=== audio_out_gain_flat ===
==> audio_out_gain_flat/floorplan.png <==
Drawn at 3 px/µm. Pins as bars on the die edge. Tap cells in gray.
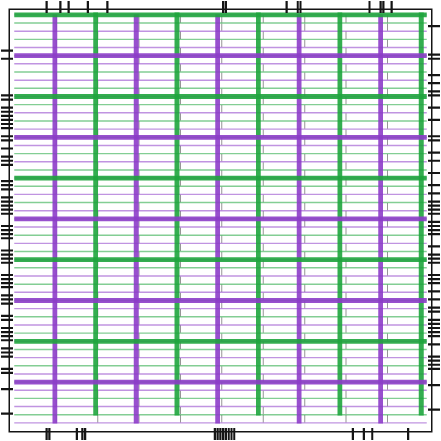

## src/rtl/audio_out_gain_if.sv

```systemverilog
// Handshake, sample, gain and frame-word bundle between a sample source and audio_out_gain.
interface audio_out_gain_if #(
    parameter int IN_BITS   = 22,
    parameter int OUT_BITS  = 32,
    parameter int GAIN_BITS = 8
);
    logic                  in_valid;
    logic                  in_ready;
    logic [IN_BITS-1:0]    in_left;
    logic [IN_BITS-1:0]    in_right;
    logic [GAIN_BITS-1:0]  gain_left;
    logic [GAIN_BITS-1:0]  gain_right;
    logic [2*OUT_BITS-1:0] audio_o;
    logic                  clip;
    logic                  clip_clr;

    modport master (
        output in_valid, in_left, in_right, gain_left, gain_right, clip_clr,
        input  in_ready, audio_o, clip
    );

    modport slave (
        input  in_valid, in_left, in_right, gain_left, gain_right, clip_clr,
        output in_ready, audio_o, clip
    );
endinterface

```

## src/rtl/audio_out_gain.sv

```systemverilog
// Stereo Q1.7 gain stage with one shared multiplier, saturation and atomic 64-bit frame update.
// Optional soft gain ramp: define AUDIO_OUT_GAIN_RAMP_EN.
module audio_out_gain #(
    parameter int IN_BITS   = 22,
    parameter int OUT_BITS  = 32,
    parameter int GAIN_BITS = 8
) (
    input  logic            clk,
    input  logic            rst,
    audio_out_gain_if.slave bus
);
    localparam int PROD_BITS = IN_BITS + GAIN_BITS + 1;
    localparam int FRAC_BITS = GAIN_BITS - 1;
    localparam int PAD_BITS  = OUT_BITS - IN_BITS;
    localparam int TOP_BITS  = PROD_BITS - IN_BITS + 1;

    typedef enum logic [1:0] {IDLE, MUL_L, MUL_R, COMMIT} state_t;

    typedef struct packed {
        logic               sat;
        logic [IN_BITS-1:0] val;
    } sat_t;

    state_t                       state_q;
    logic                         in_ready_q;
    logic [IN_BITS-1:0]           left_q;
    logic [IN_BITS-1:0]           right_q;
    logic [GAIN_BITS-1:0]         gain_l_q;
    logic [GAIN_BITS-1:0]         gain_r_q;
    logic signed [PROD_BITS-1:0]  prod_l_q;
    logic signed [PROD_BITS-1:0]  prod_r_q;
    logic [2*OUT_BITS-1:0]        audio_q;
    logic                         clip_q;

    logic [GAIN_BITS-1:0]         gain_l_d;
    logic [GAIN_BITS-1:0]         gain_r_d;
    logic [IN_BITS-1:0]           mul_a;
    logic [GAIN_BITS-1:0]         mul_g;
    logic signed [PROD_BITS-1:0]  prod_d;
    sat_t                         sat_l;
    sat_t                         sat_r;
    logic [2*OUT_BITS-1:0]        audio_d;
    logic                         clip_d;

    // Drop the Q1.7 fraction (floor) and clamp into the signed IN_BITS range.
    function automatic sat_t saturate(input logic signed [PROD_BITS-1:0] p);
        logic signed [PROD_BITS-1:0] s;
        logic [TOP_BITS-1:0]         top;
        sat_t                        r;
        s     = p >>> FRAC_BITS;
        top   = s[PROD_BITS-1:IN_BITS-1];
        r.sat = !((&top) || !(|top));
        if (!r.sat)
            r.val = s[IN_BITS-1:0];
        else if (s[PROD_BITS-1])
            r.val = {1'b1, {(IN_BITS-1){1'b0}}};
        else
            r.val = {1'b0, {(IN_BITS-1){1'b1}}};
        return r;
    endfunction

`ifdef AUDIO_OUT_GAIN_RAMP_EN
    function automatic logic [GAIN_BITS-1:0] ramp_step(
        input logic [GAIN_BITS-1:0] applied,
        input logic [GAIN_BITS-1:0] target
    );
        if (applied < target)
            return applied + GAIN_BITS'(1);
        else if (applied > target)
            return applied - GAIN_BITS'(1);
        else
            return applied;
    endfunction
`endif

    // NOTE: every output of this block is assigned on every path, so no latch is inferred.
    always_comb begin
`ifdef AUDIO_OUT_GAIN_RAMP_EN
        // gain_*_q doubles as the applied gain; it moves one LSB per accepted pair.
        gain_l_d = ramp_step(gain_l_q, bus.gain_left);
        gain_r_d = ramp_step(gain_r_q, bus.gain_right);
`else
        gain_l_d = bus.gain_left;
        gain_r_d = bus.gain_right;
`endif
        mul_a   = (state_q == MUL_L) ? left_q   : right_q;
        mul_g   = (state_q == MUL_L) ? gain_l_q : gain_r_q;
        prod_d  = {{(GAIN_BITS+1){mul_a[IN_BITS-1]}}, mul_a} * {{IN_BITS{1'b0}}, mul_g};
        sat_l   = saturate(prod_l_q);
        sat_r   = saturate(prod_r_q);
        audio_d = {sat_l.val, {PAD_BITS{1'b0}}, sat_r.val, {PAD_BITS{1'b0}}};
        clip_d  = clip_q;
        if (state_q == COMMIT && (sat_l.sat || sat_r.sat))
            clip_d = 1'b1;
        else if (bus.clip_clr)
            clip_d = 1'b0;
    end

    // NOTE: sequential state uses non-blocking assignments so all registers update together.
    always_ff @(posedge clk) begin
        if (rst) begin
            state_q    <= IDLE;
            in_ready_q <= 1'b1;
            left_q     <= '0;
            right_q    <= '0;
            gain_l_q   <= '0;
            gain_r_q   <= '0;
            prod_l_q   <= '0;
            prod_r_q   <= '0;
            audio_q    <= '0;
            clip_q     <= 1'b0;
        end else begin
            clip_q <= clip_d;
            case (state_q)
                IDLE: begin
                    if (bus.in_valid) begin
                        left_q     <= bus.in_left;
                        right_q    <= bus.in_right;
                        gain_l_q   <= gain_l_d;
                        gain_r_q   <= gain_r_d;
                        in_ready_q <= 1'b0;
                        state_q    <= MUL_L;
                    end
                end
                MUL_L: begin
                    prod_l_q <= prod_d;
                    state_q  <= MUL_R;
                end
                MUL_R: begin
                    prod_r_q <= prod_d;
                    state_q  <= COMMIT;
                end
                COMMIT: begin
                    // Both slots land on the same edge so a frame consumer never sees a torn pair.
                    audio_q    <= audio_d;
                    in_ready_q <= 1'b1;
                    state_q    <= IDLE;
                end
                default: begin
                    in_ready_q <= 1'b1;
                    state_q    <= IDLE;
                end
            endcase
        end
    end

    assign bus.in_ready = in_ready_q;
    assign bus.audio_o  = audio_q;
    assign bus.clip     = clip_q;
endmodule

```

## src/flat_wrapper.sv

```systemverilog
// flat-port wrapper written by rule: the top's interface ports become plain ports
module audio_out_gain_flat 
#(
    parameter int IN_BITS   = 22,
    parameter int OUT_BITS  = 32,
    parameter int GAIN_BITS = 8
)
  (clk, rst, bus_in_valid, bus_in_left, bus_in_right, bus_gain_left, bus_gain_right, bus_clip_clr, bus_in_ready, bus_audio_o, bus_clip);
  audio_out_gain_if #(.IN_BITS(IN_BITS), .OUT_BITS(OUT_BITS), .GAIN_BITS(GAIN_BITS)) bus_i ();
  input  logic clk;
  input  logic rst;
  input wire logic [$bits(bus_i.in_valid)-1:0] bus_in_valid;
  input wire logic [$bits(bus_i.in_left)-1:0] bus_in_left;
  input wire logic [$bits(bus_i.in_right)-1:0] bus_in_right;
  input wire logic [$bits(bus_i.gain_left)-1:0] bus_gain_left;
  input wire logic [$bits(bus_i.gain_right)-1:0] bus_gain_right;
  input wire logic [$bits(bus_i.clip_clr)-1:0] bus_clip_clr;
  output wire logic [$bits(bus_i.in_ready)-1:0] bus_in_ready;
  output wire logic [$bits(bus_i.audio_o)-1:0] bus_audio_o;
  output wire logic [$bits(bus_i.clip)-1:0] bus_clip;
  assign bus_i.in_valid = bus_in_valid;
  assign bus_i.in_left = bus_in_left;
  assign bus_i.in_right = bus_in_right;
  assign bus_i.gain_left = bus_gain_left;
  assign bus_i.gain_right = bus_gain_right;
  assign bus_i.clip_clr = bus_clip_clr;
  assign bus_in_ready = bus_i.in_ready;
  assign bus_audio_o = bus_i.audio_o;
  assign bus_clip = bus_i.clip;
  audio_out_gain #(.IN_BITS(IN_BITS), .OUT_BITS(OUT_BITS), .GAIN_BITS(GAIN_BITS)) u_core (.clk(clk), .rst(rst), .bus(bus_i));
endmodule
```

## config.mk

```make
export PLATFORM = sky130hd
export DESIGN_NAME = audio_out_gain_flat
export DESIGN_NICKNAME = d
export VERILOG_FILES = /design/src/rtl/audio_out_gain_if.sv /design/src/rtl/audio_out_gain.sv /design/src/flat_wrapper.sv
export SDC_FILE = /design/constraint.sdc
export NUM_CORES = 1
export LEC_CHECK = 0
export CAP_MARGIN = 15
export CORE_UTILIZATION = 66
export CTS_CLUSTER_SIZE = 28
export DETAILED_ROUTE_END_ITERATION = 10
export DONT_BUFFER_PORTS = 1
export GPL_ROUTABILITY_DRIVEN = 1
export GPL_TIMING_DRIVEN = 0
export PLACE_DENSITY = 0.82
export SLEW_MARGIN = 20
export SYNTH_ARGS = -nofsm -noshare
export SYNTH_HDL_FRONTEND = slang
export SYNTH_SLANG_ARGS = --single-unit
```

## constraint.sdc

```tcl
create_clock -name clk -period 7.29 [get_ports clk]
set_input_delay 1.458 -clock clk [delete_from_list [all_inputs] [get_ports clk]]
set_output_delay 1.458 -clock clk [all_outputs]
set_load 0.02 [all_outputs]
```

=== ex_mem_pipe_reg_flat ===
### src/rtl/mem_pkg.sv
// Shared memory-stage types: access-size encoding, WB result select, and the
// bundled control word carried through the EX->MEM register.
package mem_pkg;

    typedef enum logic [1:0] {
        MEM_BYTE = 2'b00,
        MEM_HALF = 2'b01,
        MEM_WORD = 2'b10,
        MEM_RSVD = 2'b11
    } mem_type_t;

    localparam logic [1:0] RES_ALU = 2'b00;
    localparam logic [1:0] RES_MEM = 2'b01;
    localparam logic [1:0] RES_PC4 = 2'b10;

    typedef struct packed {
        logic      valid;
        logic      reg_write;
        logic      mem_write;
        logic      mem_read;
        logic      misaligned;
        logic [1:0] result_src;
        mem_type_t type_control;
        logic      sign_ext_flag;
    } ex_mem_ctrl_t;

endpackage

### src/rtl/ex_mem_if.sv
// EX->MEM boundary bundle: pipeline control, EX-stage fields in, registered MEM-stage fields out.
interface ex_mem_if #(
    parameter int DATA_WIDTH = 32,
    parameter int REG_ADDR_W = 5
);
    logic                  stall_m;
    logic                  flush_m;
    logic                  valid_e;
    logic                  reg_write_e;
    logic                  mem_write_e;
    logic                  mem_read_e;
    logic [1:0]            result_src_e;
    logic [1:0]            type_control_e;
    logic                  sign_ext_flag_e;
    logic [REG_ADDR_W-1:0] rd_e;
    logic [DATA_WIDTH-1:0] alu_result_e;
    logic [DATA_WIDTH-1:0] write_data_e;
    logic [DATA_WIDTH-1:0] pc_plus4_e;

    logic                  valid_m;
    logic                  reg_write_m;
    logic                  mem_write_m;
    logic                  mem_read_m;
    logic [1:0]            result_src_m;
    logic [1:0]            type_control_m;
    logic                  sign_ext_flag_m;
    logic [REG_ADDR_W-1:0] rd_m;
    logic [DATA_WIDTH-1:0] alu_result_m;
    logic [DATA_WIDTH-1:0] write_data_m;
    logic [DATA_WIDTH-1:0] pc_plus4_m;
    logic                  misaligned_m;

    // EX stage / hazard unit side
    modport master (
        output stall_m, flush_m, valid_e, reg_write_e, mem_write_e, mem_read_e,
               result_src_e, type_control_e, sign_ext_flag_e, rd_e,
               alu_result_e, write_data_e, pc_plus4_e,
        input  valid_m, reg_write_m, mem_write_m, mem_read_m, result_src_m,
               type_control_m, sign_ext_flag_m, rd_m, alu_result_m,
               write_data_m, pc_plus4_m, misaligned_m
    );

    // Pipeline register side
    modport slave (
        input  stall_m, flush_m, valid_e, reg_write_e, mem_write_e, mem_read_e,
               result_src_e, type_control_e, sign_ext_flag_e, rd_e,
               alu_result_e, write_data_e, pc_plus4_e,
        output valid_m, reg_write_m, mem_write_m, mem_read_m, result_src_m,
               type_control_m, sign_ext_flag_m, rd_m, alu_result_m,
               write_data_m, pc_plus4_m, misaligned_m
    );
endinterface

### src/rtl/ex_mem_pipe_reg_align_check.sv
// Combinational alignment check of an access address against its size.
module align_check
    import mem_pkg::*;
(
    input  logic [1:0] addr_lsb,
    input  mem_type_t  mem_type,
    output logic       misaligned
);

    always_comb begin
        // NOTE: default first so every path assigns the output and no latch is inferred.
        misaligned = 1'b1;
        case (mem_type)
            MEM_BYTE: misaligned = 1'b0;
            MEM_HALF: misaligned = addr_lsb[0];
            MEM_WORD: misaligned = |addr_lsb;
            default:  misaligned = 1'b1;
        endcase
    end

endmodule

### src/rtl/ex_mem_pipe_reg.sv
// EX->MEM pipeline register with stall/flush, valid tracking and misaligned-access
// suppression; registered rd/reg_write/alu_result also feed the forwarding unit.
module ex_mem_pipe_reg
    import mem_pkg::*;
#(
    parameter int DATA_WIDTH = 32,
    parameter int REG_ADDR_W = 5
) (
    input  logic   clk,
    input  logic   rst,
    ex_mem_if.slave bus
);

    ex_mem_ctrl_t          ctrl_d;
    ex_mem_ctrl_t          ctrl_q;
    logic [REG_ADDR_W-1:0] rd_q;
    logic [DATA_WIDTH-1:0] alu_result_q;
    logic [DATA_WIDTH-1:0] write_data_q;
    logic [DATA_WIDTH-1:0] pc_plus4_q;

    mem_type_t type_e;
    logic      addr_bad;
    logic      mis;

    assign type_e = mem_type_t'(bus.type_control_e);

    align_check u_align_check (
        .addr_lsb   (bus.alu_result_e[1:0]),
        .mem_type   (type_e),
        .misaligned (addr_bad)
    );

    // A trapped access must not reach memory or write back, so it is squashed here.
    always_comb begin
        mis                  = bus.valid_e & (bus.mem_read_e | bus.mem_write_e) & addr_bad;
        ctrl_d               = '0;
        ctrl_d.valid         = bus.valid_e;
        ctrl_d.misaligned    = mis;
        ctrl_d.mem_write     = bus.valid_e & bus.mem_write_e & ~mis;
        ctrl_d.mem_read      = bus.valid_e & bus.mem_read_e & ~mis;
        ctrl_d.reg_write     = bus.valid_e & bus.reg_write_e & (bus.rd_e != '0) & ~mis;
        ctrl_d.result_src    = bus.result_src_e;
        ctrl_d.type_control  = type_e;
        ctrl_d.sign_ext_flag = bus.sign_ext_flag_e;
    end

    always_ff @(posedge clk or posedge rst) begin
        // NOTE: non-blocking assignments so every field samples pre-edge values together.
        if (rst) begin
            ctrl_q       <= '0;
            rd_q         <= '0;
            alu_result_q <= '0;
            write_data_q <= '0;
            pc_plus4_q   <= '0;
        end else if (bus.flush_m) begin
            ctrl_q       <= '0;
            rd_q         <= '0;
            alu_result_q <= '0;
            write_data_q <= '0;
            pc_plus4_q   <= '0;
        end else if (!bus.stall_m) begin
            ctrl_q       <= ctrl_d;
            rd_q         <= bus.rd_e;
            alu_result_q <= bus.alu_result_e;
            write_data_q <= bus.write_data_e;
            pc_plus4_q   <= bus.pc_plus4_e;
        end
    end

    assign bus.valid_m         = ctrl_q.valid;
    assign bus.reg_write_m     = ctrl_q.reg_write;
    assign bus.mem_write_m     = ctrl_q.mem_write;
    assign bus.mem_read_m      = ctrl_q.mem_read;
    assign bus.misaligned_m    = ctrl_q.misaligned;
    assign bus.result_src_m    = ctrl_q.result_src;
    assign bus.type_control_m  = ctrl_q.type_control;
    assign bus.sign_ext_flag_m = ctrl_q.sign_ext_flag;
    assign bus.rd_m            = rd_q;
    assign bus.alu_result_m    = alu_result_q;
    assign bus.write_data_m    = write_data_q;
    assign bus.pc_plus4_m      = pc_plus4_q;

endmodule

### src/flat_wrapper.sv
// flat-port wrapper written by rule: the top's interface ports become plain ports
module ex_mem_pipe_reg_flat import mem_pkg::*;
#(
    parameter int DATA_WIDTH = 32,
    parameter int REG_ADDR_W = 5
)
  (clk, rst, bus_stall_m, bus_flush_m, bus_valid_e, bus_reg_write_e, bus_mem_write_e, bus_mem_read_e, bus_result_src_e, bus_type_control_e, bus_sign_ext_flag_e, bus_rd_e, bus_alu_result_e, bus_write_data_e, bus_pc_plus4_e, bus_valid_m, bus_reg_write_m, bus_mem_write_m, bus_mem_read_m, bus_result_src_m, bus_type_control_m, bus_sign_ext_flag_m, bus_rd_m, bus_alu_result_m, bus_write_data_m, bus_pc_plus4_m, bus_misaligned_m);
  ex_mem_if #(.DATA_WIDTH(DATA_WIDTH), .REG_ADDR_W(REG_ADDR_W)) bus_i ();
  input  logic clk;
  input  logic rst;
  input wire logic [$bits(bus_i.stall_m)-1:0] bus_stall_m;
  input wire logic [$bits(bus_i.flush_m)-1:0] bus_flush_m;
  input wire logic [$bits(bus_i.valid_e)-1:0] bus_valid_e;
  input wire logic [$bits(bus_i.reg_write_e)-1:0] bus_reg_write_e;
  input wire logic [$bits(bus_i.mem_write_e)-1:0] bus_mem_write_e;
  input wire logic [$bits(bus_i.mem_read_e)-1:0] bus_mem_read_e;
  input wire logic [$bits(bus_i.result_src_e)-1:0] bus_result_src_e;
  input wire logic [$bits(bus_i.type_control_e)-1:0] bus_type_control_e;
  input wire logic [$bits(bus_i.sign_ext_flag_e)-1:0] bus_sign_ext_flag_e;
  input wire logic [$bits(bus_i.rd_e)-1:0] bus_rd_e;
  input wire logic [$bits(bus_i.alu_result_e)-1:0] bus_alu_result_e;
  input wire logic [$bits(bus_i.write_data_e)-1:0] bus_write_data_e;
  input wire logic [$bits(bus_i.pc_plus4_e)-1:0] bus_pc_plus4_e;
  output wire logic [$bits(bus_i.valid_m)-1:0] bus_valid_m;
  output wire logic [$bits(bus_i.reg_write_m)-1:0] bus_reg_write_m;
  output wire logic [$bits(bus_i.mem_write_m)-1:0] bus_mem_write_m;
  output wire logic [$bits(bus_i.mem_read_m)-1:0] bus_mem_read_m;
  output wire logic [$bits(bus_i.result_src_m)-1:0] bus_result_src_m;
  output wire logic [$bits(bus_i.type_control_m)-1:0] bus_type_control_m;
  output wire logic [$bits(bus_i.sign_ext_flag_m)-1:0] bus_sign_ext_flag_m;
  output wire logic [$bits(bus_i.rd_m)-1:0] bus_rd_m;
  output wire logic [$bits(bus_i.alu_result_m)-1:0] bus_alu_result_m;
  output wire logic [$bits(bus_i.write_data_m)-1:0] bus_write_data_m;
  output wire logic [$bits(bus_i.pc_plus4_m)-1:0] bus_pc_plus4_m;
  output wire logic [$bits(bus_i.misaligned_m)-1:0] bus_misaligned_m;
  assign bus_i.stall_m = bus_stall_m;
  assign bus_i.flush_m = bus_flush_m;
  assign bus_i.valid_e = bus_valid_e;
  assign bus_i.reg_write_e = bus_reg_write_e;
  assign bus_i.mem_write_e = bus_mem_write_e;
  assign bus_i.mem_read_e = bus_mem_read_e;
  assign bus_i.result_src_e = bus_result_src_e;
  assign bus_i.type_control_e = bus_type_control_e;
  assign bus_i.sign_ext_flag_e = bus_sign_ext_flag_e;
  assign bus_i.rd_e = bus_rd_e;
  assign bus_i.alu_result_e = bus_alu_result_e;
  assign bus_i.write_data_e = bus_write_data_e;
  assign bus_i.pc_plus4_e = bus_pc_plus4_e;
  assign bus_valid_m = bus_i.valid_m;
  assign bus_reg_write_m = bus_i.reg_write_m;
  assign bus_mem_write_m = bus_i.mem_write_m;
  assign bus_mem_read_m = bus_i.mem_read_m;
  assign bus_result_src_m = bus_i.result_src_m;
  assign bus_type_control_m = bus_i.type_control_m;
  assign bus_sign_ext_flag_m = bus_i.sign_ext_flag_m;
  assign bus_rd_m = bus_i.rd_m;
  assign bus_alu_result_m = bus_i.alu_result_m;
  assign bus_write_data_m = bus_i.write_data_m;
  assign bus_pc_plus4_m = bus_i.pc_plus4_m;
  assign bus_misaligned_m = bus_i.misaligned_m;
  ex_mem_pipe_reg #(.DATA_WIDTH(DATA_WIDTH), .REG_ADDR_W(REG_ADDR_W)) u_core (.clk(clk), .rst(rst), .bus(bus_i));
endmodule
### config.mk
export PLATFORM = sky130hd
export DESIGN_NAME = ex_mem_pipe_reg_flat
export DESIGN_NICKNAME = d
export VERILOG_FILES = /design/src/rtl/mem_pkg.sv /design/src/rtl/ex_mem_if.sv /design/src/rtl/ex_mem_pipe_reg_align_check.sv /design/src/rtl/ex_mem_pipe_reg.sv /design/src/flat_wrapper.sv
export SDC_FILE = /design/constraint.sdc
export NUM_CORES = 1
export LEC_CHECK = 0
export CORE_MARGIN = 5
export CORE_UTILIZATION = 44
export DETAILED_ROUTE_END_ITERATION = 8
export GPL_ROUTABILITY_DRIVEN = 0
export PLACE_DENSITY = 0.95
export REMOVE_ABC_BUFFERS = 1
export SYNTH_ARGS = -nofsm -noshare
export SYNTH_HDL_FRONTEND = slang
export SYNTH_HIERARCHICAL = 1
export SYNTH_SLANG_ARGS = --single-unit
### constraint.sdc
create_clock -name clk -period 7.02 [get_ports clk]
set_input_delay 1.755 -clock clk [delete_from_list [all_inputs] [get_ports clk]]
set_output_delay 1.755 -clock clk [all_outputs]
set_load 0.01 [all_outputs]
==> ex_mem_pipe_reg_flat/m3.png <==
Drawn at 2 px/µm. Cells faint in the background.
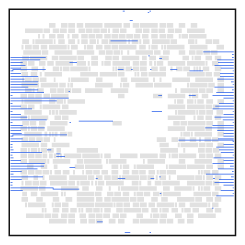
120 nets have wire on it. The layer holds 7.5% of the routed length. The layer carries 905 µm of wire.

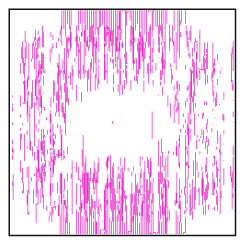
(ex_mem_pipe_reg_flat/m2.png)
Drawn at 2 px/µm.
The longest straight run is 42.2 µm. 608 nets have wire on it. The wires run mostly vertical. The layer carries 6,120 µm of wire. The layer holds 51% of the routed length.

==> impl_metrics.yaml, ex_mem_pipe_reg_flat <==
# synthesis and place-and-route metrics
placed_design:
  place_inst: 707
  place_ws_ns: 3.32
  hpwlAfterDp_um: 8910
routing:
  drt_pass1_iterations: 4
  wl_per_cell_um: 16.7
  maxUsedRoutingLayer: "met4"
  drt-initial-drc-count: 166
layout:
  clock_buffers: 12
  n_antenna_cell: 0
  num-fill-cells: 760
  final_util_pct: 67.9
  clk_share_pct: 2.73
  buffers_excl_clock: 226
job:
  warning_count: 27
  maxCapViolCount: 0
worst_setup_path:
  max_stage_delay_ns: 0.83
  r2r_slack_ns: 6.21
  crit_slowest_cell: "buf_4"
  criticalPathCategory: "in2reg"
yosys:
  edf_count: 0
  adder_share_pct: 0
  synthXorXnorAreaFrac_pct: 0
power_and_ir_drop:
  p_total_mw: 1.33
  clk-power_mw: 0.375
  p_int_mw: 1.00
  ir_drop_mv: 0.0998
outcome:
  outcome: "completed"
clock_network:
  path_clk_slew_ns: 0.10
  cts_tree: "done"
  worst_skew_pair.late_latency_ns: 0.35
  cts_buffers: 9
grt:
  gr-usage-met2_pct: 32.6
  grt_use_met1_pct: 22.3
hold_path:
  hold_path_depth: 2
sta:
  rsz0062_at_grt: "false"
  period_used_pct: 47.4
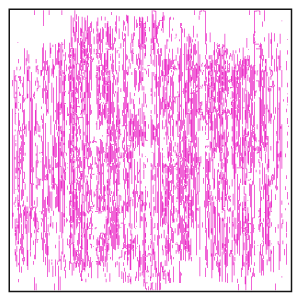
(audio_out_gain_flat/m2.png)
Drawn at 2 px/µm.
The layer carries 15,600 µm of wire. The longest straight run is 86.7 µm. The wires run mostly vertical.

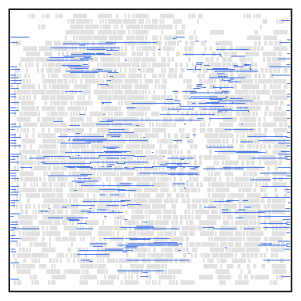
(audio_out_gain_flat/m3.png)
Drawn at 2 px/µm. Cells faint in the background.
250 nets have wire on it. The wires run mostly horizontal.
routing usage on met3: 6.56%
wirelength, routed: 33,400 µm

Notes on audio_out_gain_flat/floorplan.png above:
Key: VDD = green; VSS = purple
10 straps on met4. 130 signal pins sit on the boundary. 51 met1 rails follow the rows. 10 straps on met5. 234 tap cells.
DIE HEIGHT: 140 µm
Core Area: 18,700 µm²

==> impl_metrics.yaml, audio_out_gain_flat <==
# synthesis and place-and-route metrics
routing:
  antenna_left: 0
  maxUsedRoutingLayer: "met4"
layout:
  comb_cells: 1101
  num-fill-cells: 1421
  buffers_excl_clock: 101
  largest_class: "multi-input combinational cells"
  seq_cells: 156
yosys:
  largest_area_cell: "dfxtp_1"
  adder_share_pct: 27.9
  ys.flop_type: "dfxtp_1"
die:
  die_area_um2: 19700
  nWellTaps: 234
  fp.dieW_um: 140
power_and_ir_drop:
  p_clk_share_pct: 24.8
  seq_power_share_pct: 28.5
sta:
  finalMaxSlewViolations: 0
  hold_violations: 0
clock_network:
  h-tree-depth: 4
outcome:
  outcome: "completed"
worst_setup_path:
  r2r_cells: 23

=== uart_tx ===
==> uart_tx/m3.png <==
Drawn at 4 px/µm. Cells faint in the background.
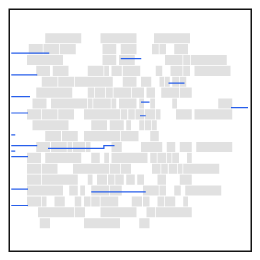

## src/rtl/uart_tx.sv

```systemverilog
// uart_tx: serialises one byte per rising edge of uart_transmit onto uart_txd.
// Frame is start bit, 8 data bits LSB first, then STOP_BITS stop bits.
// uart_txd_done is a level: high while idle, low while a frame is on the wire.

module uart_tx #(
  parameter int CLKS_PER_BIT = 434,  // clk cycles per bit, >= 2
  parameter int STOP_BITS    = 1     // 1 or 2
) (
  input  logic       clk,
  input  logic       rst,
  input  logic [7:0] uart_txd_data,
  input  logic       uart_transmit,
  output logic       uart_txd,
  output logic       uart_txd_done
);

  localparam int CNT_W  = $clog2(CLKS_PER_BIT);
  localparam int STOP_W = (STOP_BITS > 1) ? $clog2(STOP_BITS) : 1;

  localparam logic [CNT_W-1:0]  CNT_LAST  = CNT_W'(CLKS_PER_BIT - 1);
  localparam logic [STOP_W-1:0] STOP_LAST = STOP_W'(STOP_BITS - 1);

  typedef enum logic [1:0] {
    IDLE,
    START,
    DATA,
    STOP
  } state_e;

  state_e              state_q;
  logic                xmit_q;
  logic [2:0]          bit_cnt_q;
  logic [STOP_W-1:0]   stop_cnt_q;
  logic [CNT_W-1:0]    clk_cnt_q;
  logic [7:0]          shift_q;
  logic                txd_q;
  logic                done_q;

  logic                start;
  logic                bit_end;

  // A frame starts only on a 0->1 request edge seen while idle; busy edges are dropped.
  assign start   = uart_transmit & ~xmit_q & (state_q == IDLE);
  assign bit_end = (clk_cnt_q == CNT_LAST);

  assign uart_txd      = txd_q;
  assign uart_txd_done = done_q;

  // Request edge detector: remembers last cycle's request level.
  // NOTE: non-blocking assignments keep every register sampling pre-edge values, so ordering inside the block does not matter.
  always_ff @(posedge clk or posedge rst) begin
    if (rst) begin
      xmit_q <= 1'b0;
    end else begin
      xmit_q <= uart_transmit;
    end
  end

  // Frame sequencer with registered line and done outputs.
  always_ff @(posedge clk or posedge rst) begin
    // NOTE: reset forces the line idle-high and done high immediately, abandoning any partial frame.
    if (rst) begin
      state_q    <= IDLE;
      bit_cnt_q  <= '0;
      stop_cnt_q <= '0;
      clk_cnt_q  <= '0;
      shift_q    <= '0;
      txd_q      <= 1'b1;
      done_q     <= 1'b1;
    end else begin
      unique case (state_q)
        IDLE: begin
          txd_q  <= 1'b1;
          done_q <= 1'b1;
          if (start) begin
            shift_q   <= uart_txd_data;
            clk_cnt_q <= '0;
            txd_q     <= 1'b0;
            done_q    <= 1'b0;
            state_q   <= START;
          end
        end

        START: begin
          if (bit_end) begin
            clk_cnt_q <= '0;
            txd_q     <= shift_q[0];
            bit_cnt_q <= '0;
            state_q   <= DATA;
          end else begin
            clk_cnt_q <= clk_cnt_q + CNT_W'(1);
          end
        end

        DATA: begin
          if (bit_end) begin
            clk_cnt_q <= '0;
            if (bit_cnt_q == 3'd7) begin
              txd_q      <= 1'b1;
              stop_cnt_q <= '0;
              state_q    <= STOP;
            end else begin
              shift_q   <= {1'b0, shift_q[7:1]};
              txd_q     <= shift_q[1];
              bit_cnt_q <= bit_cnt_q + 3'd1;
            end
          end else begin
            clk_cnt_q <= clk_cnt_q + CNT_W'(1);
          end
        end

        STOP: begin
          txd_q <= 1'b1;
          if (bit_end) begin
            clk_cnt_q <= '0;
            if (stop_cnt_q == STOP_LAST) begin
              done_q  <= 1'b1;
              state_q <= IDLE;
            end else begin
              stop_cnt_q <= stop_cnt_q + STOP_W'(1);
            end
          end else begin
            clk_cnt_q <= clk_cnt_q + CNT_W'(1);
          end
        end

        default: begin
          state_q <= IDLE;
          txd_q   <= 1'b1;
          done_q  <= 1'b1;
        end
      endcase
    end
  end

endmodule
```

## config.mk

```make
export PLATFORM = sky130hd
export DESIGN_NAME = uart_tx
export DESIGN_NICKNAME = d
export VERILOG_FILES = /design/src/rtl/uart_tx.sv
export SDC_FILE = /design/constraint.sdc
export NUM_CORES = 1
export LEC_CHECK = 0
export CAP_MARGIN = 5
export CORE_MARGIN = 4
export CORE_UTILIZATION = 52
export DETAILED_ROUTE_END_ITERATION = 8
export PLACE_DENSITY_LB_ADDON = 0.15
export SLEW_MARGIN = 40
export SYNTH_ARGS = -nofsm -noshare
export SYNTH_HDL_FRONTEND = slang
export SYNTH_SLANG_ARGS = --single-unit
```

## constraint.sdc

```tcl
create_clock -name clk -period 2.49 [get_ports clk]
set_input_delay 0.249 -clock clk [delete_from_list [all_inputs] [get_ports clk]]
set_output_delay 0.249 -clock clk [all_outputs]
set_load 0.03 [all_outputs]
```

=== kernel_run_ctrl ===
File: config.mk
export PLATFORM = sky130hd
export DESIGN_NAME = kernel_run_ctrl
export DESIGN_NICKNAME = d
export VERILOG_FILES = /design/src/rtl/kernel_run_ctrl.sv
export SDC_FILE = /design/constraint.sdc
export NUM_CORES = 1
export LEC_CHECK = 0
export CAP_MARGIN = 20
export CORE_MARGIN = 8
export CORE_UTILIZATION = 45
export DETAILED_ROUTE_END_ITERATION = 8
export PLACE_DENSITY_LB_ADDON = 0.05
export REMOVE_ABC_BUFFERS = 1
export SLEW_MARGIN = 20
export SYNTH_ARGS = -nofsm -noshare
export SYNTH_HDL_FRONTEND = slang
export SYNTH_SLANG_ARGS = --single-unit
File: constraint.sdc
create_clock -name ap_clk -period 2.4 [get_ports ap_clk]
set_input_delay 0.6 -clock ap_clk [delete_from_list [all_inputs] [get_ports ap_clk]]
set_output_delay 0.6 -clock ap_clk [all_outputs]
set_load 0.005 [all_outputs]
File: src/rtl/kernel_run_ctrl.sv
// ap_ctrl_hs run controller for NUM_CORES pipelined RISC-V kernels: reset sequencing, PC-based halt detection, drain, done.
// Optional run-cycle watchdog is compiled in when KERNEL_TIMEOUT_EN is defined.
module kernel_run_ctrl #(
    parameter int unsigned NUM_CORES      = 1,
    parameter int unsigned PC_WIDTH       = 32,
    parameter int unsigned HALT_WORD_ADDR = 40,
    parameter int unsigned RST_CYCLES     = 2,
    parameter int unsigned DRAIN_CYCLES   = 4,
    parameter int unsigned TIMEOUT_CYCLES = 1000000
) (
    input  logic                          ap_clk,
    input  logic                          ap_rst_n,
    input  logic                          ap_start,
    output logic                          ap_done,
    output logic                          ap_ready,
    output logic                          ap_idle,
    input  logic [NUM_CORES*PC_WIDTH-1:0] core_pc,
    output logic [NUM_CORES-1:0]          core_rst_n,
    output logic [NUM_CORES-1:0]          core_run_en,
    output logic [31:0]                   cycle_count,
    output logic                          ap_timeout
);

    typedef enum logic [2:0] {
        S_IDLE  = 3'd0,
        S_CLR   = 3'd1,
        S_RUN   = 3'd2,
        S_DRAIN = 3'd3,
        S_DONE  = 3'd4
    } state_t;

    localparam logic [PC_WIDTH-3:0] LP_HALT_WORD  = (PC_WIDTH-2)'(HALT_WORD_ADDR);
    localparam logic [31:0]         LP_RST_LAST   = 32'(RST_CYCLES);
    localparam logic [31:0]         LP_DRAIN_LAST = 32'(DRAIN_CYCLES);

    state_t                r_state;
    state_t                w_state_next;
    logic                  r_ap_done;
    logic                  w_ap_done_next;
    logic                  r_ap_idle;
    logic                  w_ap_idle_next;
    logic                  r_ap_timeout;
    logic                  w_ap_timeout_next;
    logic [NUM_CORES-1:0]  r_core_rst_n;
    logic [NUM_CORES-1:0]  w_core_rst_n_next;
    logic [NUM_CORES-1:0]  r_core_run_en;
    logic [NUM_CORES-1:0]  w_core_run_en_next;
    logic [NUM_CORES-1:0]  r_halted;
    logic [NUM_CORES-1:0]  w_halted_next;
    logic [31:0]           r_cycle_count;
    logic [31:0]           w_cycle_count_next;
    logic [31:0]           r_phase_cnt;
    logic [31:0]           w_phase_cnt_next;

    logic [NUM_CORES-1:0]  w_halt_hit;
    logic [NUM_CORES-1:0]  w_pc_lsb;
    logic                  w_all_halted;
    logic [31:0]           w_count_inc;
    logic                  w_timeout_hit;
    logic                  w_unused;

    // Only running cores are compared, so a halted (stalled) core is never re-examined.
    for (genvar gi = 0; gi < NUM_CORES; gi++) begin : g_core
        assign w_halt_hit[gi] = (r_state == S_RUN) && r_core_run_en[gi] &&
                                (core_pc[gi*PC_WIDTH+2 +: PC_WIDTH-2] == LP_HALT_WORD);
        assign w_pc_lsb[gi]   = ^core_pc[gi*PC_WIDTH +: 2];
    end

    assign w_all_halted = &(r_halted | w_halt_hit);
    assign w_count_inc  = (r_cycle_count == 32'hFFFF_FFFF) ? r_cycle_count : r_cycle_count + 32'd1;

`ifdef KERNEL_TIMEOUT_EN
    localparam logic [31:0] LP_TIMEOUT = 32'(TIMEOUT_CYCLES);

    // Fires on the edge where the count reaches the limit, so ap_done sees exactly TIMEOUT_CYCLES.
    assign w_timeout_hit = ((r_state == S_RUN) || (r_state == S_DRAIN)) && (w_count_inc == LP_TIMEOUT);
    assign w_unused      = ^w_pc_lsb;
`else
    assign w_timeout_hit = 1'b0;
    assign w_unused      = (^w_pc_lsb) ^ (TIMEOUT_CYCLES == 0);
`endif

    always_comb begin
        w_state_next       = r_state;
        w_ap_done_next     = 1'b0;
        w_ap_idle_next     = r_ap_idle;
        w_ap_timeout_next  = r_ap_timeout;
        w_core_rst_n_next  = r_core_rst_n;
        w_core_run_en_next = r_core_run_en;
        w_halted_next      = r_halted;
        w_cycle_count_next = r_cycle_count;
        w_phase_cnt_next   = r_phase_cnt;

        case (r_state)
            S_IDLE: begin
                if (ap_start) begin
                    w_state_next       = S_CLR;
                    w_ap_idle_next     = 1'b0;
                    w_ap_timeout_next  = 1'b0;
                    w_halted_next      = '0;
                    w_cycle_count_next = 32'd0;
                    w_phase_cnt_next   = 32'd0;
                    w_core_rst_n_next  = '0;
                    w_core_run_en_next = '0;
                end
            end
            S_CLR: begin
                if (r_phase_cnt == LP_RST_LAST) begin
                    w_state_next       = S_RUN;
                    w_core_rst_n_next  = '1;
                    w_core_run_en_next = '1;
                end else begin
                    w_phase_cnt_next = r_phase_cnt + 32'd1;
                end
            end
            S_RUN: begin
                w_cycle_count_next = w_count_inc;
                w_halted_next      = r_halted | w_halt_hit;
                w_core_run_en_next = r_core_run_en & ~w_halt_hit;
                if (w_all_halted) begin
                    if (DRAIN_CYCLES == 0) begin
                        w_state_next   = S_DONE;
                        w_ap_done_next = 1'b1;
                    end else begin
                        // Cores re-enabled so in-flight writebacks retire; fetch sits at the halt PC.
                        w_state_next       = S_DRAIN;
                        w_phase_cnt_next   = 32'd0;
                        w_core_run_en_next = '1;
                    end
                end
            end
            S_DRAIN: begin
                w_cycle_count_next = w_count_inc;
                if (r_phase_cnt == LP_DRAIN_LAST) begin
                    w_state_next   = S_DONE;
                    w_ap_done_next = 1'b1;
                end else begin
                    w_phase_cnt_next = r_phase_cnt + 32'd1;
                end
            end
            S_DONE: begin
                w_state_next       = S_IDLE;
                w_ap_idle_next     = 1'b1;
                w_core_rst_n_next  = '0;
                w_core_run_en_next = '0;
            end
            default: begin
                w_state_next = S_IDLE;
            end
        endcase

        if (w_timeout_hit) begin
            w_state_next       = S_DONE;
            w_ap_done_next     = 1'b1;
            w_ap_timeout_next  = 1'b1;
            w_core_run_en_next = '0;
        end
    end

    always_ff @(posedge ap_clk or negedge ap_rst_n) begin
        if (!ap_rst_n) begin
            r_state       <= S_IDLE;
            r_ap_done     <= 1'b0;
            r_ap_idle     <= 1'b1;
            r_ap_timeout  <= 1'b0;
            r_core_rst_n  <= '0;
            r_core_run_en <= '0;
            r_halted      <= '0;
            r_cycle_count <= 32'd0;
            r_phase_cnt   <= 32'd0;
        end else begin
            r_state       <= w_state_next;
            r_ap_done     <= w_ap_done_next;
            r_ap_idle     <= w_ap_idle_next;
            r_ap_timeout  <= w_ap_timeout_next;
            r_core_rst_n  <= w_core_rst_n_next;
            r_core_run_en <= w_core_run_en_next;
            r_halted      <= w_halted_next;
            r_cycle_count <= w_cycle_count_next;
            r_phase_cnt   <= w_phase_cnt_next;
        end
    end

    assign ap_done     = r_ap_done;
    assign ap_ready    = r_ap_done;
    assign ap_idle     = r_ap_idle;
    assign ap_timeout  = r_ap_timeout;
    assign core_rst_n  = r_core_rst_n;
    assign core_run_en = r_core_run_en;
    assign cycle_count = r_cycle_count;

endmodule
=== instruction_memory_flat ===
## src/rtl/instruction_memory_if.sv

```systemverilog
// Load/fetch bus of the IF-stage instruction memory: debug-unit byte loader,
// pc read address, and fill-level status.
interface instruction_memory_if #(
  parameter int WORD_SIZE      = 32,
  parameter int MEM_SIZE_WORDS = 64,
  parameter int PC_SIZE        = 32,
  parameter int BYTE_SIZE      = 8
);
  localparam int CNT_W = $clog2(MEM_SIZE_WORDS) + 1;

  logic                 i_clear;
  logic                 i_write;
  logic [BYTE_SIZE-1:0] i_byte;
  logic [PC_SIZE-1:0]   i_pc;
  logic [WORD_SIZE-1:0] o_instruction;
  logic                 o_full;
  logic                 o_empty;
  logic [CNT_W-1:0]     o_words;

  modport master (
    output i_clear, i_write, i_byte, i_pc,
    input  o_instruction, o_full, o_empty, o_words
  );

  modport slave (
    input  i_clear, i_write, i_byte, i_pc,
    output o_instruction, o_full, o_empty, o_words
  );
endinterface

```

## src/rtl/instruction_memory.sv

```systemverilog
// Word-organised instruction memory: combinational fetch at pc, big-endian
// byte-assembly loader with fill-level status and no wrap-around.
module instruction_memory #(
  parameter int WORD_SIZE      = 32,
  parameter int MEM_SIZE_WORDS = 64,
  parameter int PC_SIZE        = 32,
  parameter int BYTE_SIZE      = 8
) (
  input logic i_clk,
  input logic i_reset,
  instruction_memory_if.slave bus
);
  localparam int AW    = $clog2(MEM_SIZE_WORDS);
  localparam int ASM_W = WORD_SIZE - BYTE_SIZE;

  localparam logic [1:0] PHASE0 = 2'd0;
  localparam logic [1:0] PHASE1 = 2'd1;
  localparam logic [1:0] PHASE2 = 2'd2;
  localparam logic [1:0] PHASE3 = 2'd3;

  localparam logic [AW:0] FULL_CNT = (AW+1)'(MEM_SIZE_WORDS);

  logic [WORD_SIZE-1:0] mem [MEM_SIZE_WORDS];
  logic [ASM_W-1:0]     assembly;
  logic [1:0]           phase;
  logic [AW:0]          ptr;
  logic                 full;
  logic                 in_range;
  logic                 unused_pc_bits;

  assign full = (ptr == FULL_CNT);

  // Reset and clear share one path; reset simply wins by being OR'd in first.
  always_ff @(posedge i_clk) begin
    if (i_reset || bus.i_clear) begin
      for (int i = 0; i < MEM_SIZE_WORDS; i++) mem[i] <= '0;
      ptr      <= '0;
      phase    <= PHASE0;
      assembly <= '0;
    end else if (bus.i_write && !full) begin
      if (phase == PHASE3) begin
        mem[ptr[AW-1:0]] <= {assembly, bus.i_byte};
        ptr              <= ptr + 1'b1;
        assembly         <= '0;
        phase            <= PHASE0;
      end else begin
        assembly[ASM_W-1-BYTE_SIZE*int'(phase) -: BYTE_SIZE] <= bus.i_byte;
        case (phase)
          PHASE0:  phase <= PHASE1;
          PHASE1:  phase <= PHASE2;
          default: phase <= PHASE3;
        endcase
      end
    end
  end

  // Addresses beyond the array fetch a zero word (NOP) rather than aliasing.
  assign in_range       = (bus.i_pc[PC_SIZE-1:AW+2] == '0);
  assign unused_pc_bits = ^bus.i_pc[1:0];

  assign bus.o_instruction = in_range ? mem[bus.i_pc[AW+1:2]] : '0;
  assign bus.o_words       = ptr;
  assign bus.o_empty       = (ptr == '0);
  assign bus.o_full        = full;
endmodule

```

## src/flat_wrapper.sv

```systemverilog
// flat-port wrapper written by rule: the top's interface ports become plain ports
module instruction_memory_flat 
#(
  parameter int WORD_SIZE      = 32,
  parameter int MEM_SIZE_WORDS = 64,
  parameter int PC_SIZE        = 32,
  parameter int BYTE_SIZE      = 8
)
  (i_clk, i_reset, bus_i_clear, bus_i_write, bus_i_byte, bus_i_pc, bus_o_instruction, bus_o_full, bus_o_empty, bus_o_words);
  instruction_memory_if #(.WORD_SIZE(WORD_SIZE), .MEM_SIZE_WORDS(MEM_SIZE_WORDS), .PC_SIZE(PC_SIZE), .BYTE_SIZE(BYTE_SIZE)) bus_i ();
  input logic i_clk;
  input logic i_reset;
  input wire logic [$bits(bus_i.i_clear)-1:0] bus_i_clear;
  input wire logic [$bits(bus_i.i_write)-1:0] bus_i_write;
  input wire logic [$bits(bus_i.i_byte)-1:0] bus_i_byte;
  input wire logic [$bits(bus_i.i_pc)-1:0] bus_i_pc;
  output wire logic [$bits(bus_i.o_instruction)-1:0] bus_o_instruction;
  output wire logic [$bits(bus_i.o_full)-1:0] bus_o_full;
  output wire logic [$bits(bus_i.o_empty)-1:0] bus_o_empty;
  output wire logic [$bits(bus_i.o_words)-1:0] bus_o_words;
  assign bus_i.i_clear = bus_i_clear;
  assign bus_i.i_write = bus_i_write;
  assign bus_i.i_byte = bus_i_byte;
  assign bus_i.i_pc = bus_i_pc;
  assign bus_o_instruction = bus_i.o_instruction;
  assign bus_o_full = bus_i.o_full;
  assign bus_o_empty = bus_i.o_empty;
  assign bus_o_words = bus_i.o_words;
  instruction_memory #(.WORD_SIZE(WORD_SIZE), .MEM_SIZE_WORDS(MEM_SIZE_WORDS), .PC_SIZE(PC_SIZE), .BYTE_SIZE(BYTE_SIZE)) u_core (.i_clk(i_clk), .i_reset(i_reset), .bus(bus_i));
endmodule
```

## config.mk

```make
export PLATFORM = sky130hd
export DESIGN_NAME = instruction_memory_flat
export DESIGN_NICKNAME = d
export VERILOG_FILES = /design/src/rtl/instruction_memory_if.sv /design/src/rtl/instruction_memory.sv /design/src/flat_wrapper.sv
export SDC_FILE = /design/constraint.sdc
export NUM_CORES = 2
export LEC_CHECK = 0
export CAP_MARGIN = 20
export CORE_ASPECT_RATIO = 1.2
export CORE_UTILIZATION = 50
export DETAILED_ROUTE_END_ITERATION = 6
export PLACE_DENSITY = 0.71
export SKIP_CTS_REPAIR_TIMING = 1
export SLEW_MARGIN = 15
export SYNTH_ARGS = -nofsm -noshare
export SYNTH_HDL_FRONTEND = slang
export SYNTH_SLANG_ARGS = --single-unit
export TNS_END_PERCENT = 10
```

## constraint.sdc

```tcl
create_clock -name i_clk -period 6.9 [get_ports i_clk]
set_input_delay 1.38 -clock i_clk [delete_from_list [all_inputs] [get_ports i_clk]]
set_output_delay 1.38 -clock i_clk [all_outputs]
set_load 0.01 [all_outputs]
```

==> instruction_memory_flat/m3.png <==
Drawn at 1 px/µm. Cells faint in the background.
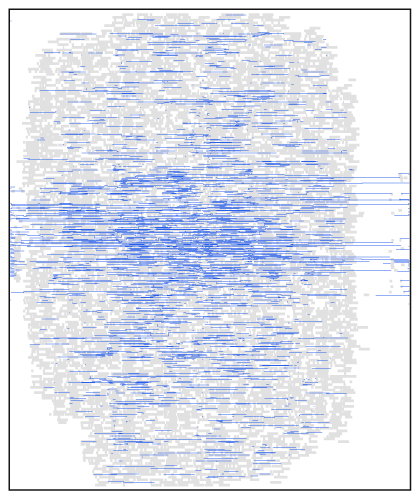
The layer holds 12% of the routed length. The longest straight run is 183 µm.

==> impl_metrics.yaml, instruction_memory_flat <==
# synthesis and place-and-route metrics
routing:
  drc: 1
  wl_per_cell_um: 32.2
layout:
  fin_area_um2: 106000
  n_antenna_cell: 7
  clock_buffers: 232
  non_clock_buffer_area_share_pct: 3.14
  num-nonclk-inverters: 8
  final_nets: 6081
  largest_register_ffs: 2048
  num-fill-cells: 14200
yosys:
  top_cell_area_share_pct: 64.8
  ys_cells: 6089
  ys_seq_share_pct: 65.5
  top_cells_by_count: "2,051 x and2_1, 2,048 x edfxtp_1, 545 x mux4_2"
  adder_share_pct: 0.0923
  netlist_area_um2: 94900
  synthMuxAreaShare_pct: 14.2
clock_network:
  worst_skew_pair.late_latency_ns: 0.85
  cts_tree: "done"
power_and_ir_drop:
  power.density_nw_per_um2: 258
  p_total_mw: 27.4
  maxPowerGroup: "sequential cells"
  p_leak_nw: 38.9
worst_setup_path:
  crit_family: "multiplexers"
  r2r_cells: 9
outcome:
  outcome: "finished, violations left"
  violations: "design-rule violations"
sta:
  clock.fmax_mhz: 151
  tightestPinTransition_ns: 1.23
job:
  maxCapViolCount: 0
grt:
  grt.overflow.total: 0
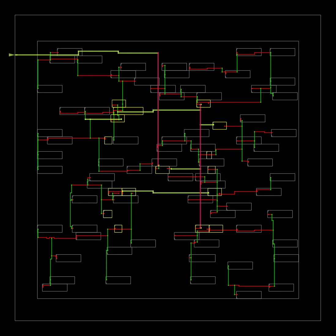
(kernel_run_ctrl/clock_nets.png)
clock buffers: 10
skew final: 0.0158 ns
Num CTS Buffers: 9
FF+latch count: 72

==> impl_metrics.yaml, kernel_run_ctrl <==
# synthesis and place-and-route metrics
sta:
  tightestPinTransition_ns: 0.612
  whs_ns: 0.258
  slew_headroom_pct: 59.2
  finalMaxSlewViolations: 0
  period_used_pct: 98.9
  setup_viol_count_final: 0
  final.min_clock_period_ns: 2.37
yosys:
  synthMuxAreaShare_pct: 0.945
  topCellsByArea: "dfrtp_1 42%, a21oi_1 3.5%, nand3_1 3.1%"
  top_cell_area_share_pct: 41.9
  synthCells: 464
  synth-warning-count: 0
  yosys.area_share.simple_pct: 26.6
  ys_seq_share_pct: 42.6
placed_design:
  hpwlAfterDp_um: 8400
grt:
  grt.overflow.total: 0
  gr-usage-met2_pct: 32.4
worst_setup_path:
  cp-start-kind: "input pin"
  r2r_cells: 7
  cp.arrival_ns: 2.61
  max_stage_delay_ns: 0.43
  cp-endpoint: "r_phase_cnt[4]"
  worstPathCellList: "clkdlybuf4s50_1, nor4_2, nand4_1, o21a_1, or3_4, buf_4, a211o_1"
  cp.depth: 7
  criticalPathCategory: "in2reg"
routing:
  met2_length_um: 6000
  drt-initial-drc-count: 201
die:
  die_height_um: 113
layout:
  n_antenna_cell: 0
  layout_top_cell: "dfrtp_1"
  fin_cells: 674
clock_network:
  hold_buffers: 0
power_and_ir_drop:
  switching_share_pct: 24.1
  power.density_nw_per_um2: 444
  maxPowerGroup: "sequential cells"
job:
  maxCapViolCount: 0
outcome:
  outcome: "completed"
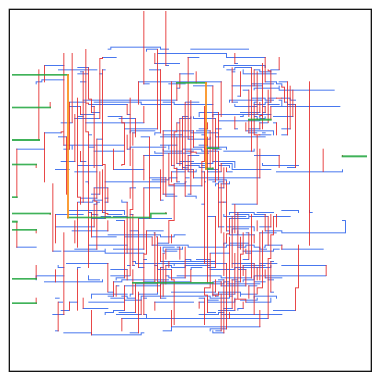
(uart_tx/layers.png)
Drawn at 6 px/µm.
Key: M1 = blue [wire length 1,250 µm]; M3 = green [wire length 88.8 µm]; M4 = orange [wire length 38.1 µm]; M2 = red [wire length 1,310 µm]
via count: 1,047
wirelength, routed: 2680 µm
Routed wire per std cell: 15.1 µm
GRT Total Usage: 17.6%

Notes on uart_tx/m3.png above:
The layer holds 3.3% of the routed length. 14 nets have wire on it. The layer carries 88.8 µm of wire.

==> impl_metrics.yaml, uart_tx <==
# synthesis and place-and-route metrics
yosys:
  synth.cellmix.compoundShare_pct: 15.6
  top_cell_area_share_pct: 40.8
  ys_types: 39
  ys_seq_share_pct: 44.5
  top_cells_by_count: "23 x dfrtp_1, 16 x mux2_2, 12 x o21ai_0"
die:
  io-pin-count: 13
layout:
  mi_logic_area_um2: 733
  comb_cells: 97
  buffers_excl_clock: 14
  seq_cells: 25
  num-fill-cells: 201
routing:
  drc: 0
sta:
  period_used_pct: 86.3
  hold_violations: 0
  tns_ns: 0
  clock.fmax_mhz: 466
grt:
  grt_use_met1_pct: 23.8
  grt_max_degree: 26
placed_design:
  place_ws_ns: 0.374
  port_buffers: 12
  routabilityCongestion: 0.762
  place_inst: 173
  hpwlAfterDp_um: 1990
clock_network:
  worst_skew_pair.late_latency_ns: 0.31
  clockBufferDepth: 2
  path_clk_slew_ns: 0.13
power_and_ir_drop:
  combPwrFrac_pct: 48.8
  seq-power_mw: 0.672
  p_total_mw: 1.67
worst_setup_path:
  end_kind: "flop"
  cp-endpoint: "shift_q[3]"
  cp.depth: 6
outcome:
  outcome: "completed"

==> gallery <==
M2 wires.
image #1
Drawn at 1 px/µm.
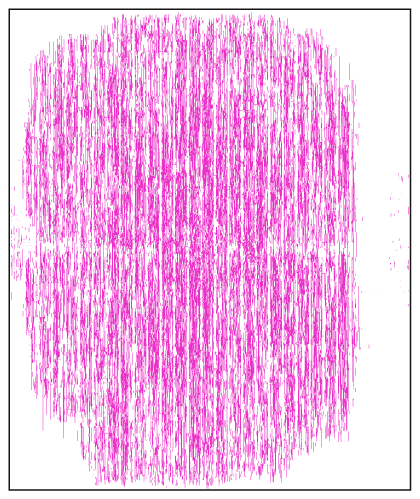
image #2
Drawn at 4 px/µm.
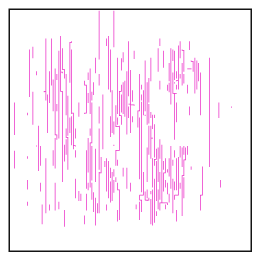
image #3
Drawn at 2 px/µm.
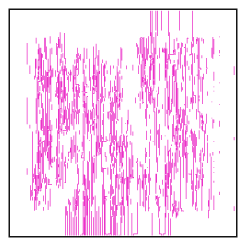
uart_tx: image #2
kernel_run_ctrl: image #3
instruction_memory_flat: image #1
The one with the smallest die is image #2.
The one with the largest die is image #1.

Key to image #2:
The layer carries 1,310 µm of wire. 138 nets have wire on it.



==> layout pictures side by side <==
Wiring by layer.
Plate I
Drawn at 3 px/µm.
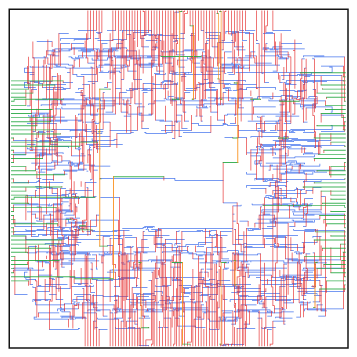
Plate II
Drawn at 3 px/µm.
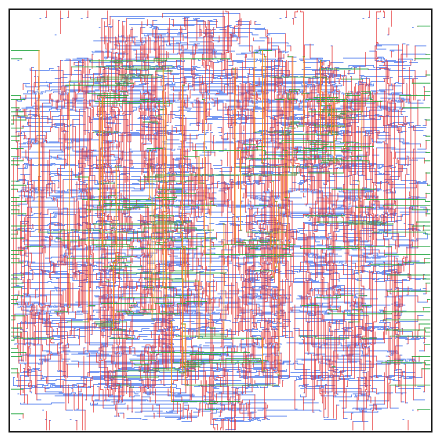
Plate III
Drawn at 1 px/µm.
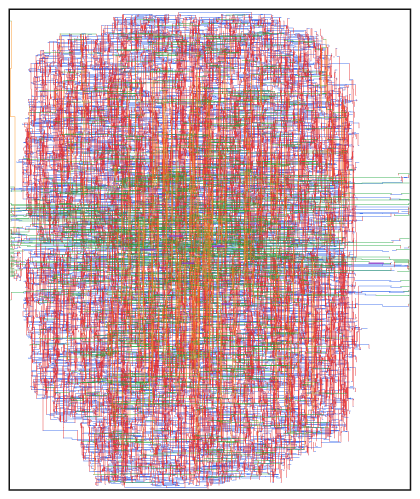
Plate IV
Drawn at 3 px/µm.
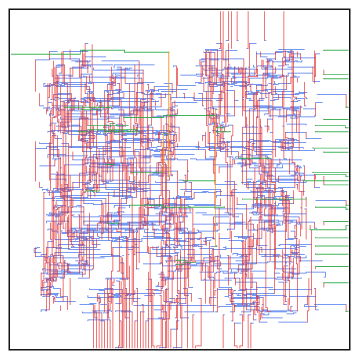
For kernel_run_ctrl, see Plate IV.
For ex_mem_pipe_reg_flat, see Plate I.
For instruction_memory_flat, see Plate III.
For audio_out_gain_flat, see Plate II.

